# ---- block 1 ----
**Block 1: M2 wires**

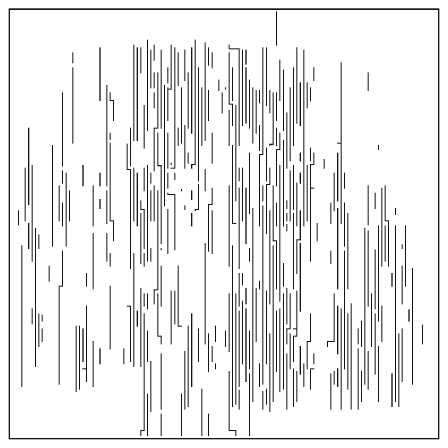
**Block 1: drive-strength map**

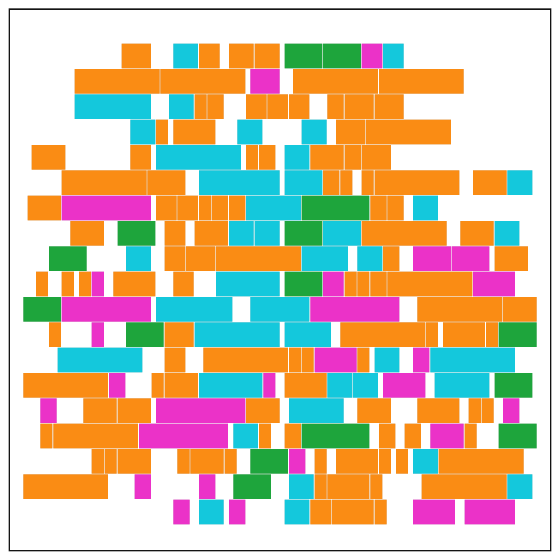
File: src/rtl/comparator_exerciser.sv
// Comparator exerciser: drives a fixed five-vector (a,b) sequence into an
// external 1-bit comparator, holds each vector for HOLD_CYCLES cycles, samples
// the comparator output on the last cycle of each hold, and reports the
// mismatch count and the index of the first failing vector.
module comparator_exerciser #(
  parameter int unsigned HOLD_CYCLES = 10  // legal range 2..255
) (
  input  logic       clk,
  input  logic       rst,
  input  logic       start,
  input  logic [1:0] exp_sel,
  output logic       a_out,
  output logic       b_out,
  input  logic       dut_out,
  output logic       busy,
  output logic       done,
  output logic       pass,
  output logic [2:0] err_count,
  output logic [2:0] first_fail_idx,
  output logic [2:0] vec_idx
);

  typedef enum logic [1:0] {
    S_IDLE  = 2'd0,
    S_APPLY = 2'd1,
    S_DONE  = 2'd2
  } state_t;

  localparam logic [7:0] LAST_TICK = 8'(HOLD_CYCLES - 1);
  localparam logic [2:0] LAST_VEC  = 3'd4;

  state_t     r_state;
  state_t     w_next_state;
  logic [7:0] r_timer;
  logic [2:0] r_vec_idx;
  logic [2:0] r_err_count;
  logic [2:0] r_first_fail;
  logic [1:0] r_exp_sel;
  logic       r_a;
  logic       r_b;

  logic       w_start_ok;
  logic       w_sample;
  logic       w_last_vec;
  logic       w_expected;
  logic       w_mismatch;
  logic [2:0] w_vec_next;
  logic [1:0] w_next_ab;

  // NOTE: the vector table is constant logic, so there is no storage to reset or initialise.
  function automatic logic [1:0] table_ab(input logic [2:0] idx);
    case (idx)
      3'd1:    table_ab = 2'b10;  // (a,b) = (1,0)
      3'd2:    table_ab = 2'b01;  // (a,b) = (0,1)
      3'd3:    table_ab = 2'b11;  // (a,b) = (1,1)
      default: table_ab = 2'b00;  // idx0 and idx4 are (0,0)
    endcase
  endfunction

  // Expected comparator response for the vector currently on a_out/b_out.
  function automatic logic expected_bit(input logic [1:0] sel, input logic a, input logic b);
    case (sel)
      2'd1:    expected_bit = a & ~b;   // a > b
      2'd2:    expected_bit = ~a & b;   // a < b
      default: expected_bit = a ~^ b;   // equality; code 3 is reserved and aliases to it
    endcase
  endfunction

  // Start is only honoured when no run is in flight.
  assign w_start_ok = start && (r_state != S_APPLY);
  // Compare only on the final hold cycle so the comparator has settled.
  assign w_sample   = (r_state == S_APPLY) && (r_timer == LAST_TICK);
  assign w_last_vec = (r_vec_idx == LAST_VEC);
  assign w_expected = expected_bit(r_exp_sel, r_a, r_b);
  assign w_mismatch = w_sample && (dut_out != w_expected);
  assign w_vec_next = r_vec_idx + 3'd1;
  assign w_next_ab  = table_ab(w_vec_next);

  // State register.
  always_ff @(posedge clk or posedge rst) begin
    if (rst) begin
      r_state <= S_IDLE;
    end else begin
      r_state <= w_next_state;
    end
  end

  // Next-state decode.
  always_comb begin
    // NOTE: default assignment first so every path drives w_next_state and no latch is inferred.
    w_next_state = r_state;
    case (r_state)
      S_IDLE:  if (start) w_next_state = S_APPLY;
      S_APPLY: if (w_sample && w_last_vec) w_next_state = S_DONE;
      S_DONE:  if (start) w_next_state = S_APPLY;
      default: w_next_state = S_IDLE;
    endcase
  end

  // Status outputs decoded from the current state.
  always_comb begin
    busy = 1'b0;
    done = 1'b0;
    case (r_state)
      S_APPLY: busy = 1'b1;
      S_DONE:  done = 1'b1;
      default: ;
    endcase
    pass = done && (r_err_count == 3'd0);
  end

  // Run datapath: vector sequencing, hold timer, registered stimulus, error tally.
  always_ff @(posedge clk or posedge rst) begin
    if (rst) begin
      r_timer      <= 8'd0;
      r_vec_idx    <= 3'd0;
      r_err_count  <= 3'd0;
      r_first_fail <= 3'd0;
      r_exp_sel    <= 2'd0;
      r_a          <= 1'b0;
      r_b          <= 1'b0;
    end else if (w_start_ok) begin
      // NOTE: non-blocking assignments so every register here sees pre-edge values of the others.
      r_timer      <= 8'd0;
      r_vec_idx    <= 3'd0;
      r_err_count  <= 3'd0;
      r_first_fail <= 3'd0;
      r_exp_sel    <= exp_sel;
      {r_a, r_b}   <= table_ab(3'd0);
    end else if (r_state == S_APPLY) begin
      // A mismatch on the final vector still counts before DONE is entered.
      if (w_mismatch) begin
        r_err_count <= r_err_count + 3'd1;
        if (r_err_count == 3'd0) begin
          r_first_fail <= r_vec_idx;
        end
      end
      if (w_sample) begin
        r_timer <= 8'd0;
        if (w_last_vec) begin
          {r_a, r_b} <= 2'b00;
        end else begin
          r_vec_idx  <= w_vec_next;
          {r_a, r_b} <= w_next_ab;
        end
      end else begin
        r_timer <= r_timer + 8'd1;
      end
    end
  end

  assign a_out          = r_a;
  assign b_out          = r_b;
  assign err_count      = r_err_count;
  assign first_fail_idx = r_first_fail;
  assign vec_idx        = r_vec_idx;

endmodule

File: config.mk
export PLATFORM = sky130hd
export DESIGN_NAME = comparator_exerciser
export DESIGN_NICKNAME = d
export VERILOG_FILES = /design/src/rtl/comparator_exerciser.sv
export SDC_FILE = /design/constraint.sdc
export NUM_CORES = 1
export LEC_CHECK = 0
export CAP_MARGIN = 20
export CORE_UTILIZATION = 45
export CTS_CLUSTER_SIZE = 20
export DETAILED_ROUTE_END_ITERATION = 6
export GPL_TIMING_DRIVEN = 0
export PLACE_DENSITY = 0.74
export SETUP_SLACK_MARGIN = 0.5
export SYNTH_ARGS = -nofsm -noshare
export SYNTH_HDL_FRONTEND = slang
export SYNTH_SLANG_ARGS = --single-unit
File: constraint.sdc
create_clock -name clk -period 1.8 [get_ports clk]
set_input_delay 0.36 -clock clk [delete_from_list [all_inputs] [get_ports clk]]
set_output_delay 0.36 -clock clk [all_outputs]
set_load 0.02 [all_outputs]
==> impl_metrics.tcl <==
# flow metrics
set metrics [dict create \
    antenna_left 0 \
    ios 20 \
    inverters_excl_clock 16 \
    drc 2 \
    reg2reg_to "first_fail_idx[0]" \
    cts_inserted_buffers 3 \
    crit_buf_inv 1 \
    cts_tree "yes" \
    cp.required_ns 2.04 \
    post-place-ws_ns -0.1048 \
    p_sw_frac 0.4329 \
    startpoint_type "flip-flop" \
    antenna_cells 0 \
    fin_crit_sh 0.9478 \
    die_w_microns 57.98 \
    status "finished, violations left" \
    routed_via_density 5.778 \
    maxCapViolCount 0 \
    first_global_vias 1163 \
    coreArea_sq_um 2853 \
    violations "DRC" \
    wl_met3_microns 155 \
    well_tap_count 31 \
    comb_power_share 0.634 \
    compound_area_frac 0.09760 \
]
Notes on 'M2 wires' of block 1 above:
longest straight run: 26.2 microns
main direction: vertical
nets with wire on the layer: 191
met2 Usage GRT: 0.3580
WL final: 3809 microns
via count: 1300

Notes on 'drive-strength map' of block 1 above:
| color | size | cells |
|---|---|---|
| green | _6 and larger | 15 |
| cyan | _3 and _4 cells | 40 |
| orange | _0 and _1 cells | 111 |
| magenta | _2 cells | 28 |
fin worst setup slack: 0.09403 ns
Syn-to-layout area delta: 48.45%

state kept, by name, indices dropped and copies added, names as in the netlist:
| register | flops |
|---|---|
| a_out | 1 |
| b_out | 1 |
| err_count | 3 |
| first_fail_idx | 3 |
| r_exp_sel | 2 |
| r_state | 2 |
| r_timer | 8 |
| vec_idx | 3 |
power groups by stage:
stage          clock (mW)  combinational (mW)  sequential (mW)
2_1_floorplan           0               0.843             1.02
3_3_place_gp            0                1.27            0.930
3_5_place_dp            0                1.33            0.945
4_1_cts             0.246                1.72            0.905
5_1_grt             0.276                2.18            0.944
6_report            0.239                2.01            0.925

# ---- block 2 ----
**Block 2: placement by cell class**

The bar under the picture is 20 microns long. Fill, decap, tap and diode cells in gray.
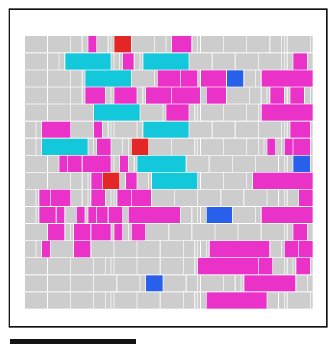
**Block 2: M2 wires**

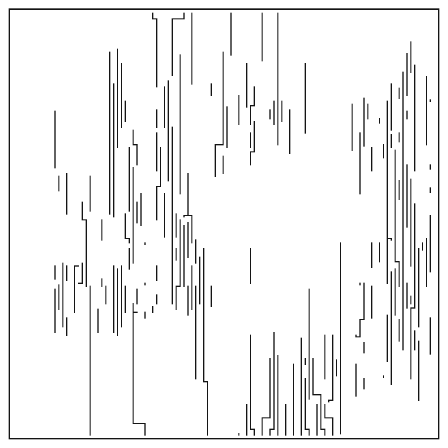
===== src/rtl/fifo_wr_arbiter.sv =====
`default_nettype none
// ============================================================================
// Module      : fifo_wr_arbiter
// Description : Arbitrates NUM_REQ byte producers onto a single FIFO write
//               port. A winner owns the port for a locked burst of
//               BEAT_COUNT bytes, so every FIFO read word comes from one
//               producer. The owner cannot be preempted. Valid gaps and
//               fifo_full only stall the burst.
//               Build option FIFO_ARB_FIXED_PRIO_EN selects fixed priority,
//               where the lowest index wins. When it is undefined,
//               arbitration is round-robin.
// Revision    : 1.0 - initial release
// ============================================================================
module fifo_wr_arbiter #(
  parameter int NUM_REQ    = 4,
  parameter int DATA_WIDTH = 8,
  parameter int BEAT_COUNT = 4,
  parameter int FREE_W     = 5
) (
  input  logic                          clk,
  input  logic                          rst,
  input  logic [NUM_REQ-1:0]            req_valid,
  input  logic [NUM_REQ*DATA_WIDTH-1:0] req_data,
  output logic [NUM_REQ-1:0]            req_ready,
  output logic [DATA_WIDTH-1:0]         fifo_w_data,
  output logic                          fifo_wr_en,
  input  logic                          fifo_full,
  input  logic [FREE_W-1:0]             fifo_free,
  output logic [$clog2(NUM_REQ)-1:0]    grant_id,
  output logic                          busy,
  output logic                          burst_done
);

  localparam int IDW  = $clog2(NUM_REQ);
  localparam int IDW1 = IDW + 1;
  localparam int CW   = (BEAT_COUNT > 1) ? $clog2(BEAT_COUNT) : 1;

  localparam logic [FREE_W-1:0] C_BURST_FREE = FREE_W'(BEAT_COUNT);
  localparam logic [CW-1:0]     C_LAST_BEAT  = CW'(BEAT_COUNT - 1);

  typedef enum logic [0:0] {
    S_IDLE  = 1'b0,
    S_BURST = 1'b1
  } state_t;

  state_t          state_q;
  logic [IDW-1:0]  grant_id_q;
  logic [CW-1:0]   beat_cnt_q;
  logic            burst_done_q;

  logic            win_found;
  logic [IDW-1:0]  win_id;
  logic            beat_xfer;
  logic            last_beat;

  // A beat moves only while the owner is valid, the FIFO has room and
  // reset is released. Reset gates the outputs so that nothing leaks out
  // during the cycle in which rst is sampled low.
  assign beat_xfer = (state_q == S_BURST) && rst && !fifo_full && req_valid[grant_id_q];
  assign last_beat = beat_xfer && (beat_cnt_q == C_LAST_BEAT);

`ifdef FIFO_ARB_FIXED_PRIO_EN
  // Fixed priority: scan from the top down so that the lowest valid index
  // is written last and wins.
  always_comb begin
    win_found = |req_valid;
    win_id    = '0;
    for (int i = NUM_REQ - 1; i >= 0; i--) begin
      if (req_valid[i]) win_id = IDW'(i);
    end
  end
`else
  localparam logic [IDW:0] C_NUM = IDW1'(NUM_REQ);

  logic [IDW-1:0] last_owner_q;

  // Round-robin: search upward from last_owner+1 and wrap modulo NUM_REQ.
  always_comb begin
    logic [IDW:0] cand;
    win_found = 1'b0;
    win_id    = '0;
    cand      = '0;
    for (int k = 1; k <= NUM_REQ; k++) begin
      cand = {1'b0, last_owner_q} + IDW1'(k);
      if (cand >= C_NUM) cand = cand - C_NUM;
      if (!win_found && req_valid[cand[IDW-1:0]]) begin
        win_found = 1'b1;
        win_id    = cand[IDW-1:0];
      end
    end
  end

  // Remember the owner of the most recently completed burst. Reset points
  // the search at index 0 first.
  always_ff @(posedge clk) begin
    if (!rst) begin
      last_owner_q <= IDW'(NUM_REQ - 1);
    end else if (last_beat) begin
      last_owner_q <= grant_id_q;
    end
  end
`endif

  // Burst control FSM. It owns the state, the beat counter, the latched
  // grant and the done pulse.
  always_ff @(posedge clk) begin
    if (!rst) begin
      state_q      <= S_IDLE;
      grant_id_q   <= '0;
      beat_cnt_q   <= '0;
      burst_done_q <= 1'b0;
    end else begin
      burst_done_q <= 1'b0;
      case (state_q)
        S_IDLE: begin
          if (win_found && (fifo_free >= C_BURST_FREE)) begin
            state_q    <= S_BURST;
            grant_id_q <= win_id;
            beat_cnt_q <= '0;
          end
        end
        S_BURST: begin
          if (last_beat) begin
            state_q      <= S_IDLE;
            beat_cnt_q   <= '0;
            burst_done_q <= 1'b1;
          end else if (beat_xfer) begin
            beat_cnt_q <= beat_cnt_q + CW'(1);
          end
        end
        default: begin
          state_q <= S_IDLE;
        end
      endcase
    end
  end

  // Only the owner sees ready, and only while the FIFO can take a byte.
  // Data is forced to zero outside of transfers.
  always_comb begin
    req_ready   = '0;
    fifo_w_data = '0;
    if ((state_q == S_BURST) && rst && !fifo_full) begin
      req_ready[grant_id_q] = 1'b1;
    end
    if (beat_xfer) begin
      fifo_w_data = req_data[grant_id_q*DATA_WIDTH +: DATA_WIDTH];
    end
  end

  assign fifo_wr_en = beat_xfer;
  assign grant_id   = grant_id_q;
  assign busy       = (state_q == S_BURST);
  assign burst_done = burst_done_q;

endmodule
`default_nettype wire


===== config.mk =====
export PLATFORM = sky130hd
export DESIGN_NAME = fifo_wr_arbiter
export DESIGN_NICKNAME = d
export VERILOG_FILES = /design/src/rtl/fifo_wr_arbiter.sv
export SDC_FILE = /design/constraint.sdc
export NUM_CORES = 1
export LEC_CHECK = 0
export CORE_MARGIN = 2
export CORE_UTILIZATION = 36
export DETAILED_ROUTE_END_ITERATION = 12
export DONT_BUFFER_PORTS = 1
export SLEW_MARGIN = 20
export SYNTH_ARGS = -nofsm -noshare
export SYNTH_HDL_FRONTEND = slang
export SYNTH_SLANG_ARGS = --single-unit

===== constraint.sdc =====
create_clock -name clk -period 2.4 [get_ports clk]
set_clock_uncertainty 0.05 [all_clocks]
set_input_delay 0.6 -clock clk [delete_from_list [all_inputs] [get_ports clk]]
set_output_delay 0.6 -clock clk [all_outputs]
set_load 0.01 [all_outputs]

==> impl_metrics.tcl <==
# flow metrics
set metrics [dict create \
    top_layer "met4" \
    yosysWarnings 0 \
    power_leakage_nw 0.3522 \
    wl_met3_microns 201 \
    synth_area_sq_um 773.2 \
    maxSlewHeadroom 0.6761 \
    drt_iter0_drc 10 \
    root_buffer "clkbuf_4" \
    status "finished, final reports clean" \
    timing.fmax_mhz 444.0 \
    clock_latency_ns 0.25 \
    totalPowerFinal_uw 389.4 \
    synth-edff-count 0 \
    first_global_vias 634 \
    logic_gates 57 \
    finalCriticalPeriod_ns 2.252 \
]
## Picture notes: 'placement by cell class' of block 2
| color | class | cells | share of their area |
|---|---|---|---|
| blue | other buffers and delay cells | 4 | 4.3% |
| red | clock drivers | 3 | 2.8% |
| magenta | combinational and other logic | 61 | 73% |
| cyan | flops | 8 | 20% |
Finished Cell Area: 825.8 sq um
fin util: 0.4125

## Picture notes: 'M2 wires' of block 2
longest straight run: 32.6 microns
nets with wire on the layer: 108
met2 Usage GRT: 0.2654
via count: 647
WL final: 1830 microns

==> power groups by stage <==
stage          clock, mW  combinational, mW  sequential [mW]
2_1_floorplan          0              0.114            0.156
3_3_place_gp           0              0.128            0.162
5_1_grt            0.113              0.142            0.163
4_1_cts            0.103              0.128            0.160
3_5_place_dp           0              0.128            0.163
6_report           0.100              0.128            0.161
==> registers in the layout (all words and copies together) (netlist names) <==
| register | cells |
|---|---|
| grant_id | 2 |
| burst_done | 1 |
| last_owner_q | 2 |
| beat_cnt_q | 2 |
| busy | 1 |

# ---- block 3 ----
**Block 3: placement by cell class**

The bar under the picture is 20 microns long. Fill, decap, tap and diode cells in gray.
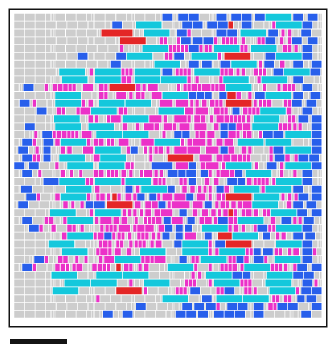
**Block 3: M2 wires**

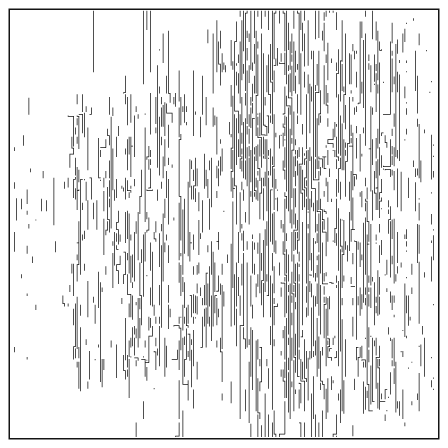
**Block 3: gate-type map**

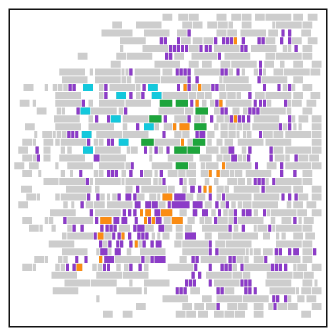
$ cat config.mk
export PLATFORM = sky130hd
export DESIGN_NAME = kd_level_stage_flat
export DESIGN_NICKNAME = d
export VERILOG_FILES = /design/src/rtl/kd_level_stage_if.sv /design/src/rtl/kd_level_stage.sv /design/src/flat_wrapper.sv
export SDC_FILE = /design/constraint.sdc
export NUM_CORES = 1
export LEC_CHECK = 0
export ABC_AREA = 1
export CAP_MARGIN = 20
export CORE_UTILIZATION = 43
export DETAILED_ROUTE_END_ITERATION = 7
export PLACE_DENSITY = 0.76
export SLEW_MARGIN = 20
export SYNTH_ARGS = -nofsm -noshare
export SYNTH_HDL_FRONTEND = slang
export SYNTH_SLANG_ARGS = --single-unit
$ cat constraint.sdc
create_clock -name clk -period 2.6 [get_ports clk]
set_clock_uncertainty 0.1 [all_clocks]
set_input_delay 0.52 -clock clk [delete_from_list [all_inputs] [get_ports clk]]
set_output_delay 0.52 -clock clk [all_outputs]
set_load 0.005 [all_outputs]
$ cat src/rtl/kd_level_stage_if.sv
// Query/result handshake bundle for one k-d tree level stage.
// The upstream side drives in_*, and the downstream side consumes out_*.
interface kd_level_stage_if #(
    parameter int COMP_WIDTH = 11,
    parameter int NUM_COMPS  = 5,
    parameter int LEVEL      = 1
);
    localparam int DATA_WIDTH = COMP_WIDTH * NUM_COMPS;
    localparam int NODE_W     = (LEVEL > 1) ? LEVEL : 1;

    logic                  in_valid;
    logic                  in_ready;
    logic [DATA_WIDTH-1:0] in_patch;
    logic [NODE_W-1:0]     in_node;

    logic                  out_valid;
    logic                  out_ready;
    logic [DATA_WIDTH-1:0] out_patch;
    logic [LEVEL:0]        out_node;
    logic                  out_dir;

    modport master (
        output in_valid, in_patch, in_node, out_ready,
        input  in_ready, out_valid, out_patch, out_node, out_dir
    );

    modport slave (
        input  in_valid, in_patch, in_node, out_ready,
        output in_ready, out_valid, out_patch, out_node, out_dir
    );
endinterface

$ cat src/rtl/kd_level_stage.sv
// One level of a k-d tree descent pipeline: it compares one patch component against a stored median
// and registers the chosen child index behind a one-entry, full-throughput handshake slot.
module kd_level_stage #(
    parameter  int COMP_WIDTH    = 11,
    parameter  int NUM_COMPS     = 5,
    parameter  int LEVEL         = 1,
    localparam int DATA_WIDTH    = COMP_WIDTH * NUM_COMPS,
    localparam int NODE_W        = (LEVEL > 1) ? LEVEL : 1,
    localparam int IDX_WIDTH     = COMP_WIDTH,
    localparam int STORAGE_WIDTH = 2 * COMP_WIDTH
) (
    input  logic                     clk,
    input  logic                     rst_n,
    input  logic                     wen_i,
    input  logic [NODE_W-1:0]        waddr_i,
    input  logic [STORAGE_WIDTH-1:0] wdata_i,
    kd_level_stage_if.slave          bus,
    output logic                     cfg_err_o
);

    localparam int NUM_NODES = 1 << LEVEL;
    localparam logic [IDX_WIDTH-1:0] COMP_LIMIT = IDX_WIDTH'(NUM_COMPS);

    typedef enum logic {
        ST_EMPTY,
        ST_FULL
    } state_e;

    state_e                   state_q;
    logic [STORAGE_WIDTH-1:0] nodeMem_q [NUM_NODES];
    logic [DATA_WIDTH-1:0]    outPatch_q;
    logic [LEVEL:0]           outNode_q;
    logic                     outDir_q;
    logic                     cfgErr_q;

    logic [NUM_NODES-1:0]     wrSel;
    logic [NUM_NODES-1:0]     rdSel;
    logic [STORAGE_WIDTH-1:0] selWord;
    logic [IDX_WIDTH-1:0]     selIdx;
    logic [COMP_WIDTH-1:0]    selMedian;
    logic                     idxBad;
    logic [IDX_WIDTH-1:0]     effIdx;
    logic [COMP_WIDTH-1:0]    compSel;
    logic                     outDir_d;
    logic [LEVEL:0]           outNode_d;
    logic                     accept;

    // A single-node stage has no address bits, so both decoders collapse to the one node.
    generate
        if (LEVEL == 0) begin : g_single_node
            assign wrSel     = 1'b1;
            assign rdSel     = 1'b1;
            assign outNode_d = outDir_d;
        end else begin : g_multi_node
            assign wrSel     = NUM_NODES'(1) << waddr_i;
            assign rdSel     = NUM_NODES'(1) << bus.in_node;
            assign outNode_d = {bus.in_node[LEVEL-1:0], outDir_d};
        end
    endgenerate

    always_comb begin
        selWord = '0;
        for (int n = 0; n < NUM_NODES; n++) begin
            if (rdSel[n]) begin
                selWord = nodeMem_q[n];
            end
        end
    end

    assign selIdx    = selWord[IDX_WIDTH-1:0];
    assign selMedian = selWord[STORAGE_WIDTH-1:IDX_WIDTH];
    assign idxBad    = (selIdx >= COMP_LIMIT);
    assign effIdx    = idxBad ? '0 : selIdx;

    always_comb begin
        compSel = bus.in_patch[COMP_WIDTH-1:0];
        for (int k = 0; k < NUM_COMPS; k++) begin
            if (effIdx == IDX_WIDTH'(k)) begin
                compSel = bus.in_patch[k*COMP_WIDTH +: COMP_WIDTH];
            end
        end
    end

    // Ties go to the right child.
    assign outDir_d = (compSel < selMedian) ? 1'b0 : 1'b1;

    assign bus.in_ready  = (state_q == ST_EMPTY) || bus.out_ready;
    assign accept        = bus.in_valid && bus.in_ready;
    assign bus.out_valid = (state_q == ST_FULL);
    assign bus.out_patch = outPatch_q;
    assign bus.out_node  = outNode_q;
    assign bus.out_dir   = outDir_q;
    assign cfg_err_o     = cfgErr_q;

    // The node read above happens before this edge's write lands, so a same-cycle query sees the old word.
    always_ff @(posedge clk or negedge rst_n) begin
        if (!rst_n) begin
            for (int n = 0; n < NUM_NODES; n++) begin
                nodeMem_q[n] <= '0;
            end
        end else begin
            for (int n = 0; n < NUM_NODES; n++) begin
                if (wen_i && wrSel[n]) begin
                    nodeMem_q[n] <= wdata_i;
                end
            end
        end
    end

    always_ff @(posedge clk or negedge rst_n) begin
        if (!rst_n) begin
            state_q <= ST_EMPTY;
        end else begin
            case (state_q)
                ST_EMPTY: begin
                    if (accept) begin
                        state_q <= ST_FULL;
                    end
                end
                ST_FULL: begin
                    if (!accept && bus.out_ready) begin
                        state_q <= ST_EMPTY;
                    end
                end
                default: state_q <= ST_EMPTY;
            endcase
        end
    end

    always_ff @(posedge clk or negedge rst_n) begin
        if (!rst_n) begin
            outPatch_q <= '0;
            outNode_q  <= '0;
            outDir_q   <= 1'b0;
        end else if (accept) begin
            outPatch_q <= bus.in_patch;
            outNode_q  <= outNode_d;
            outDir_q   <= outDir_d;
        end
    end

    always_ff @(posedge clk or negedge rst_n) begin
        if (!rst_n) begin
            cfgErr_q <= 1'b0;
        end else if (accept && idxBad) begin
            cfgErr_q <= 1'b1;
        end
    end

endmodule

$ cat src/flat_wrapper.sv
// flat-port wrapper written by rule: the top's interface ports become plain ports
module kd_level_stage_flat 
#(
    parameter  int COMP_WIDTH    = 11,
    parameter  int NUM_COMPS     = 5,
    parameter  int LEVEL         = 1,
    localparam int DATA_WIDTH    = COMP_WIDTH * NUM_COMPS,
    localparam int NODE_W        = (LEVEL > 1) ? LEVEL : 1,
    localparam int IDX_WIDTH     = COMP_WIDTH,
    localparam int STORAGE_WIDTH = 2 * COMP_WIDTH
)
  (clk, rst_n, wen_i, waddr_i, wdata_i, cfg_err_o, bus_in_valid, bus_in_patch, bus_in_node, bus_out_ready, bus_in_ready, bus_out_valid, bus_out_patch, bus_out_node, bus_out_dir);
  kd_level_stage_if #(.COMP_WIDTH(COMP_WIDTH), .NUM_COMPS(NUM_COMPS), .LEVEL(LEVEL)) bus_i ();
  input  logic clk;
  input  logic rst_n;
  input  logic wen_i;
  input  logic [NODE_W-1:0] waddr_i;
  input  logic [STORAGE_WIDTH-1:0] wdata_i;
  output logic cfg_err_o;
  input wire logic [$bits(bus_i.in_valid)-1:0] bus_in_valid;
  input wire logic [$bits(bus_i.in_patch)-1:0] bus_in_patch;
  input wire logic [$bits(bus_i.in_node)-1:0] bus_in_node;
  input wire logic [$bits(bus_i.out_ready)-1:0] bus_out_ready;
  output wire logic [$bits(bus_i.in_ready)-1:0] bus_in_ready;
  output wire logic [$bits(bus_i.out_valid)-1:0] bus_out_valid;
  output wire logic [$bits(bus_i.out_patch)-1:0] bus_out_patch;
  output wire logic [$bits(bus_i.out_node)-1:0] bus_out_node;
  output wire logic [$bits(bus_i.out_dir)-1:0] bus_out_dir;
  assign bus_i.in_valid = bus_in_valid;
  assign bus_i.in_patch = bus_in_patch;
  assign bus_i.in_node = bus_in_node;
  assign bus_i.out_ready = bus_out_ready;
  assign bus_in_ready = bus_i.in_ready;
  assign bus_out_valid = bus_i.out_valid;
  assign bus_out_patch = bus_i.out_patch;
  assign bus_out_node = bus_i.out_node;
  assign bus_out_dir = bus_i.out_dir;
  kd_level_stage #(.COMP_WIDTH(COMP_WIDTH), .NUM_COMPS(NUM_COMPS), .LEVEL(LEVEL)) u_core (.clk(clk), .rst_n(rst_n), .wen_i(wen_i), .waddr_i(waddr_i), .wdata_i(wdata_i), .bus(bus_i), .cfg_err_o(cfg_err_o));
endmodule
==> impl_metrics.tcl <==
# flow metrics
set metrics [dict create \
    status "finished, violations left" \
    violations "setup timing" \
    timing.fmax_mhz 342.1 \
    dp_hpwl_microns 10170 \
    cp-end-kind "flip-flop" \
    post_cts_resized 24 \
    r2r.worst_path.cells 16 \
    power_leakage_nw 3.615 \
    synth_top_area_share 0.5142 \
    setup_slack_ns -0.3232 \
    synthSimpleGateAreaFrac 0.2312 \
    final-clk-cell-share 0.04108 \
    nets 888 \
    synth_area_sq_um 5012 \
    finalSetupViolCount 1 \
    synthesis.instances 621 \
    mux_area_frac 0.01997 \
    cts_buffer_depth 2 \
    htreeDepth 3 \
    ios 145 \
    fp.dieArea_sq_um 12090 \
    synth-edff-count 0 \
    startpoint_type "flip-flop" \
    synth_cell_type_count 35 \
]
About 'placement by cell class' of block 3:
| color | class | cells | share of their area |
|---|---|---|---|
| blue | other buffers and delay cells | 192 | 26% |
| red | clock drivers and dummy loads | 16 | 4.2% |
| cyan | flops | 103 | 36% |
| magenta | combinational and other logic | 488 | 34% |
fin util: 0.6376
Core Footprint: 11370 sq um
fraction of area in registers: 0.3555

About 'M2 wires' of block 3:
main direction: vertical
nets with wire on the layer: 734
longest straight run: 38.4 microns
via count: 4757
met2 Usage GRT: 0.3924

About 'gate-type map' of block 3:
| color | family | cells |
|---|---|---|
| green | adder and majority cells | 10 |
| cyan | multiplexers | 10 |
| purple | NAND gates | 259 |
| orange | NOR gates | 27 |
most used logic cell in the final layout: nand2_1
Comb/total area: 0.2903
Layout Cells excl Fill: 942

==> how the worst max path moves through the flow <==
stage	from	to	slack, ns	cells past startpoint
after detailed placement	bus_in_node	u_core.bus.out_node[0]	-1.09	19
after CTS	bus_in_node	u_core.bus.out_node[0]	-0.30	20
after floorplan	bus_in_node	u_core.bus.out_node[0]	-0.32	21
after global placement	bus_in_node	u_core.bus.out_node[0]	-0.97	19
final	u_core.nodeMem_q[7]	u_core.bus.out_node[0]	-0.32	16
after global routing	u_core.nodeMem_q[7]	u_core.bus.out_node[0]	-0.49	16


==> layout pictures side by side <==
Clock wiring as the flow saved it.
picture 1
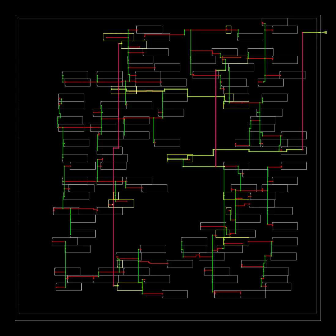
picture 2
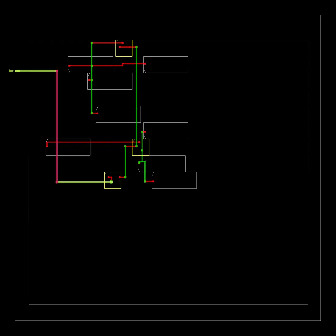
picture 3
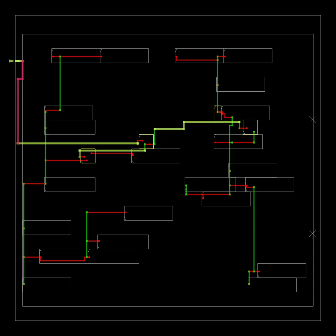
For block 3, see picture 1.
For block 1, see picture 3.
For block 2, see picture 2.

Power figures rest on the tool's default switching activity, not on a simulated workload.
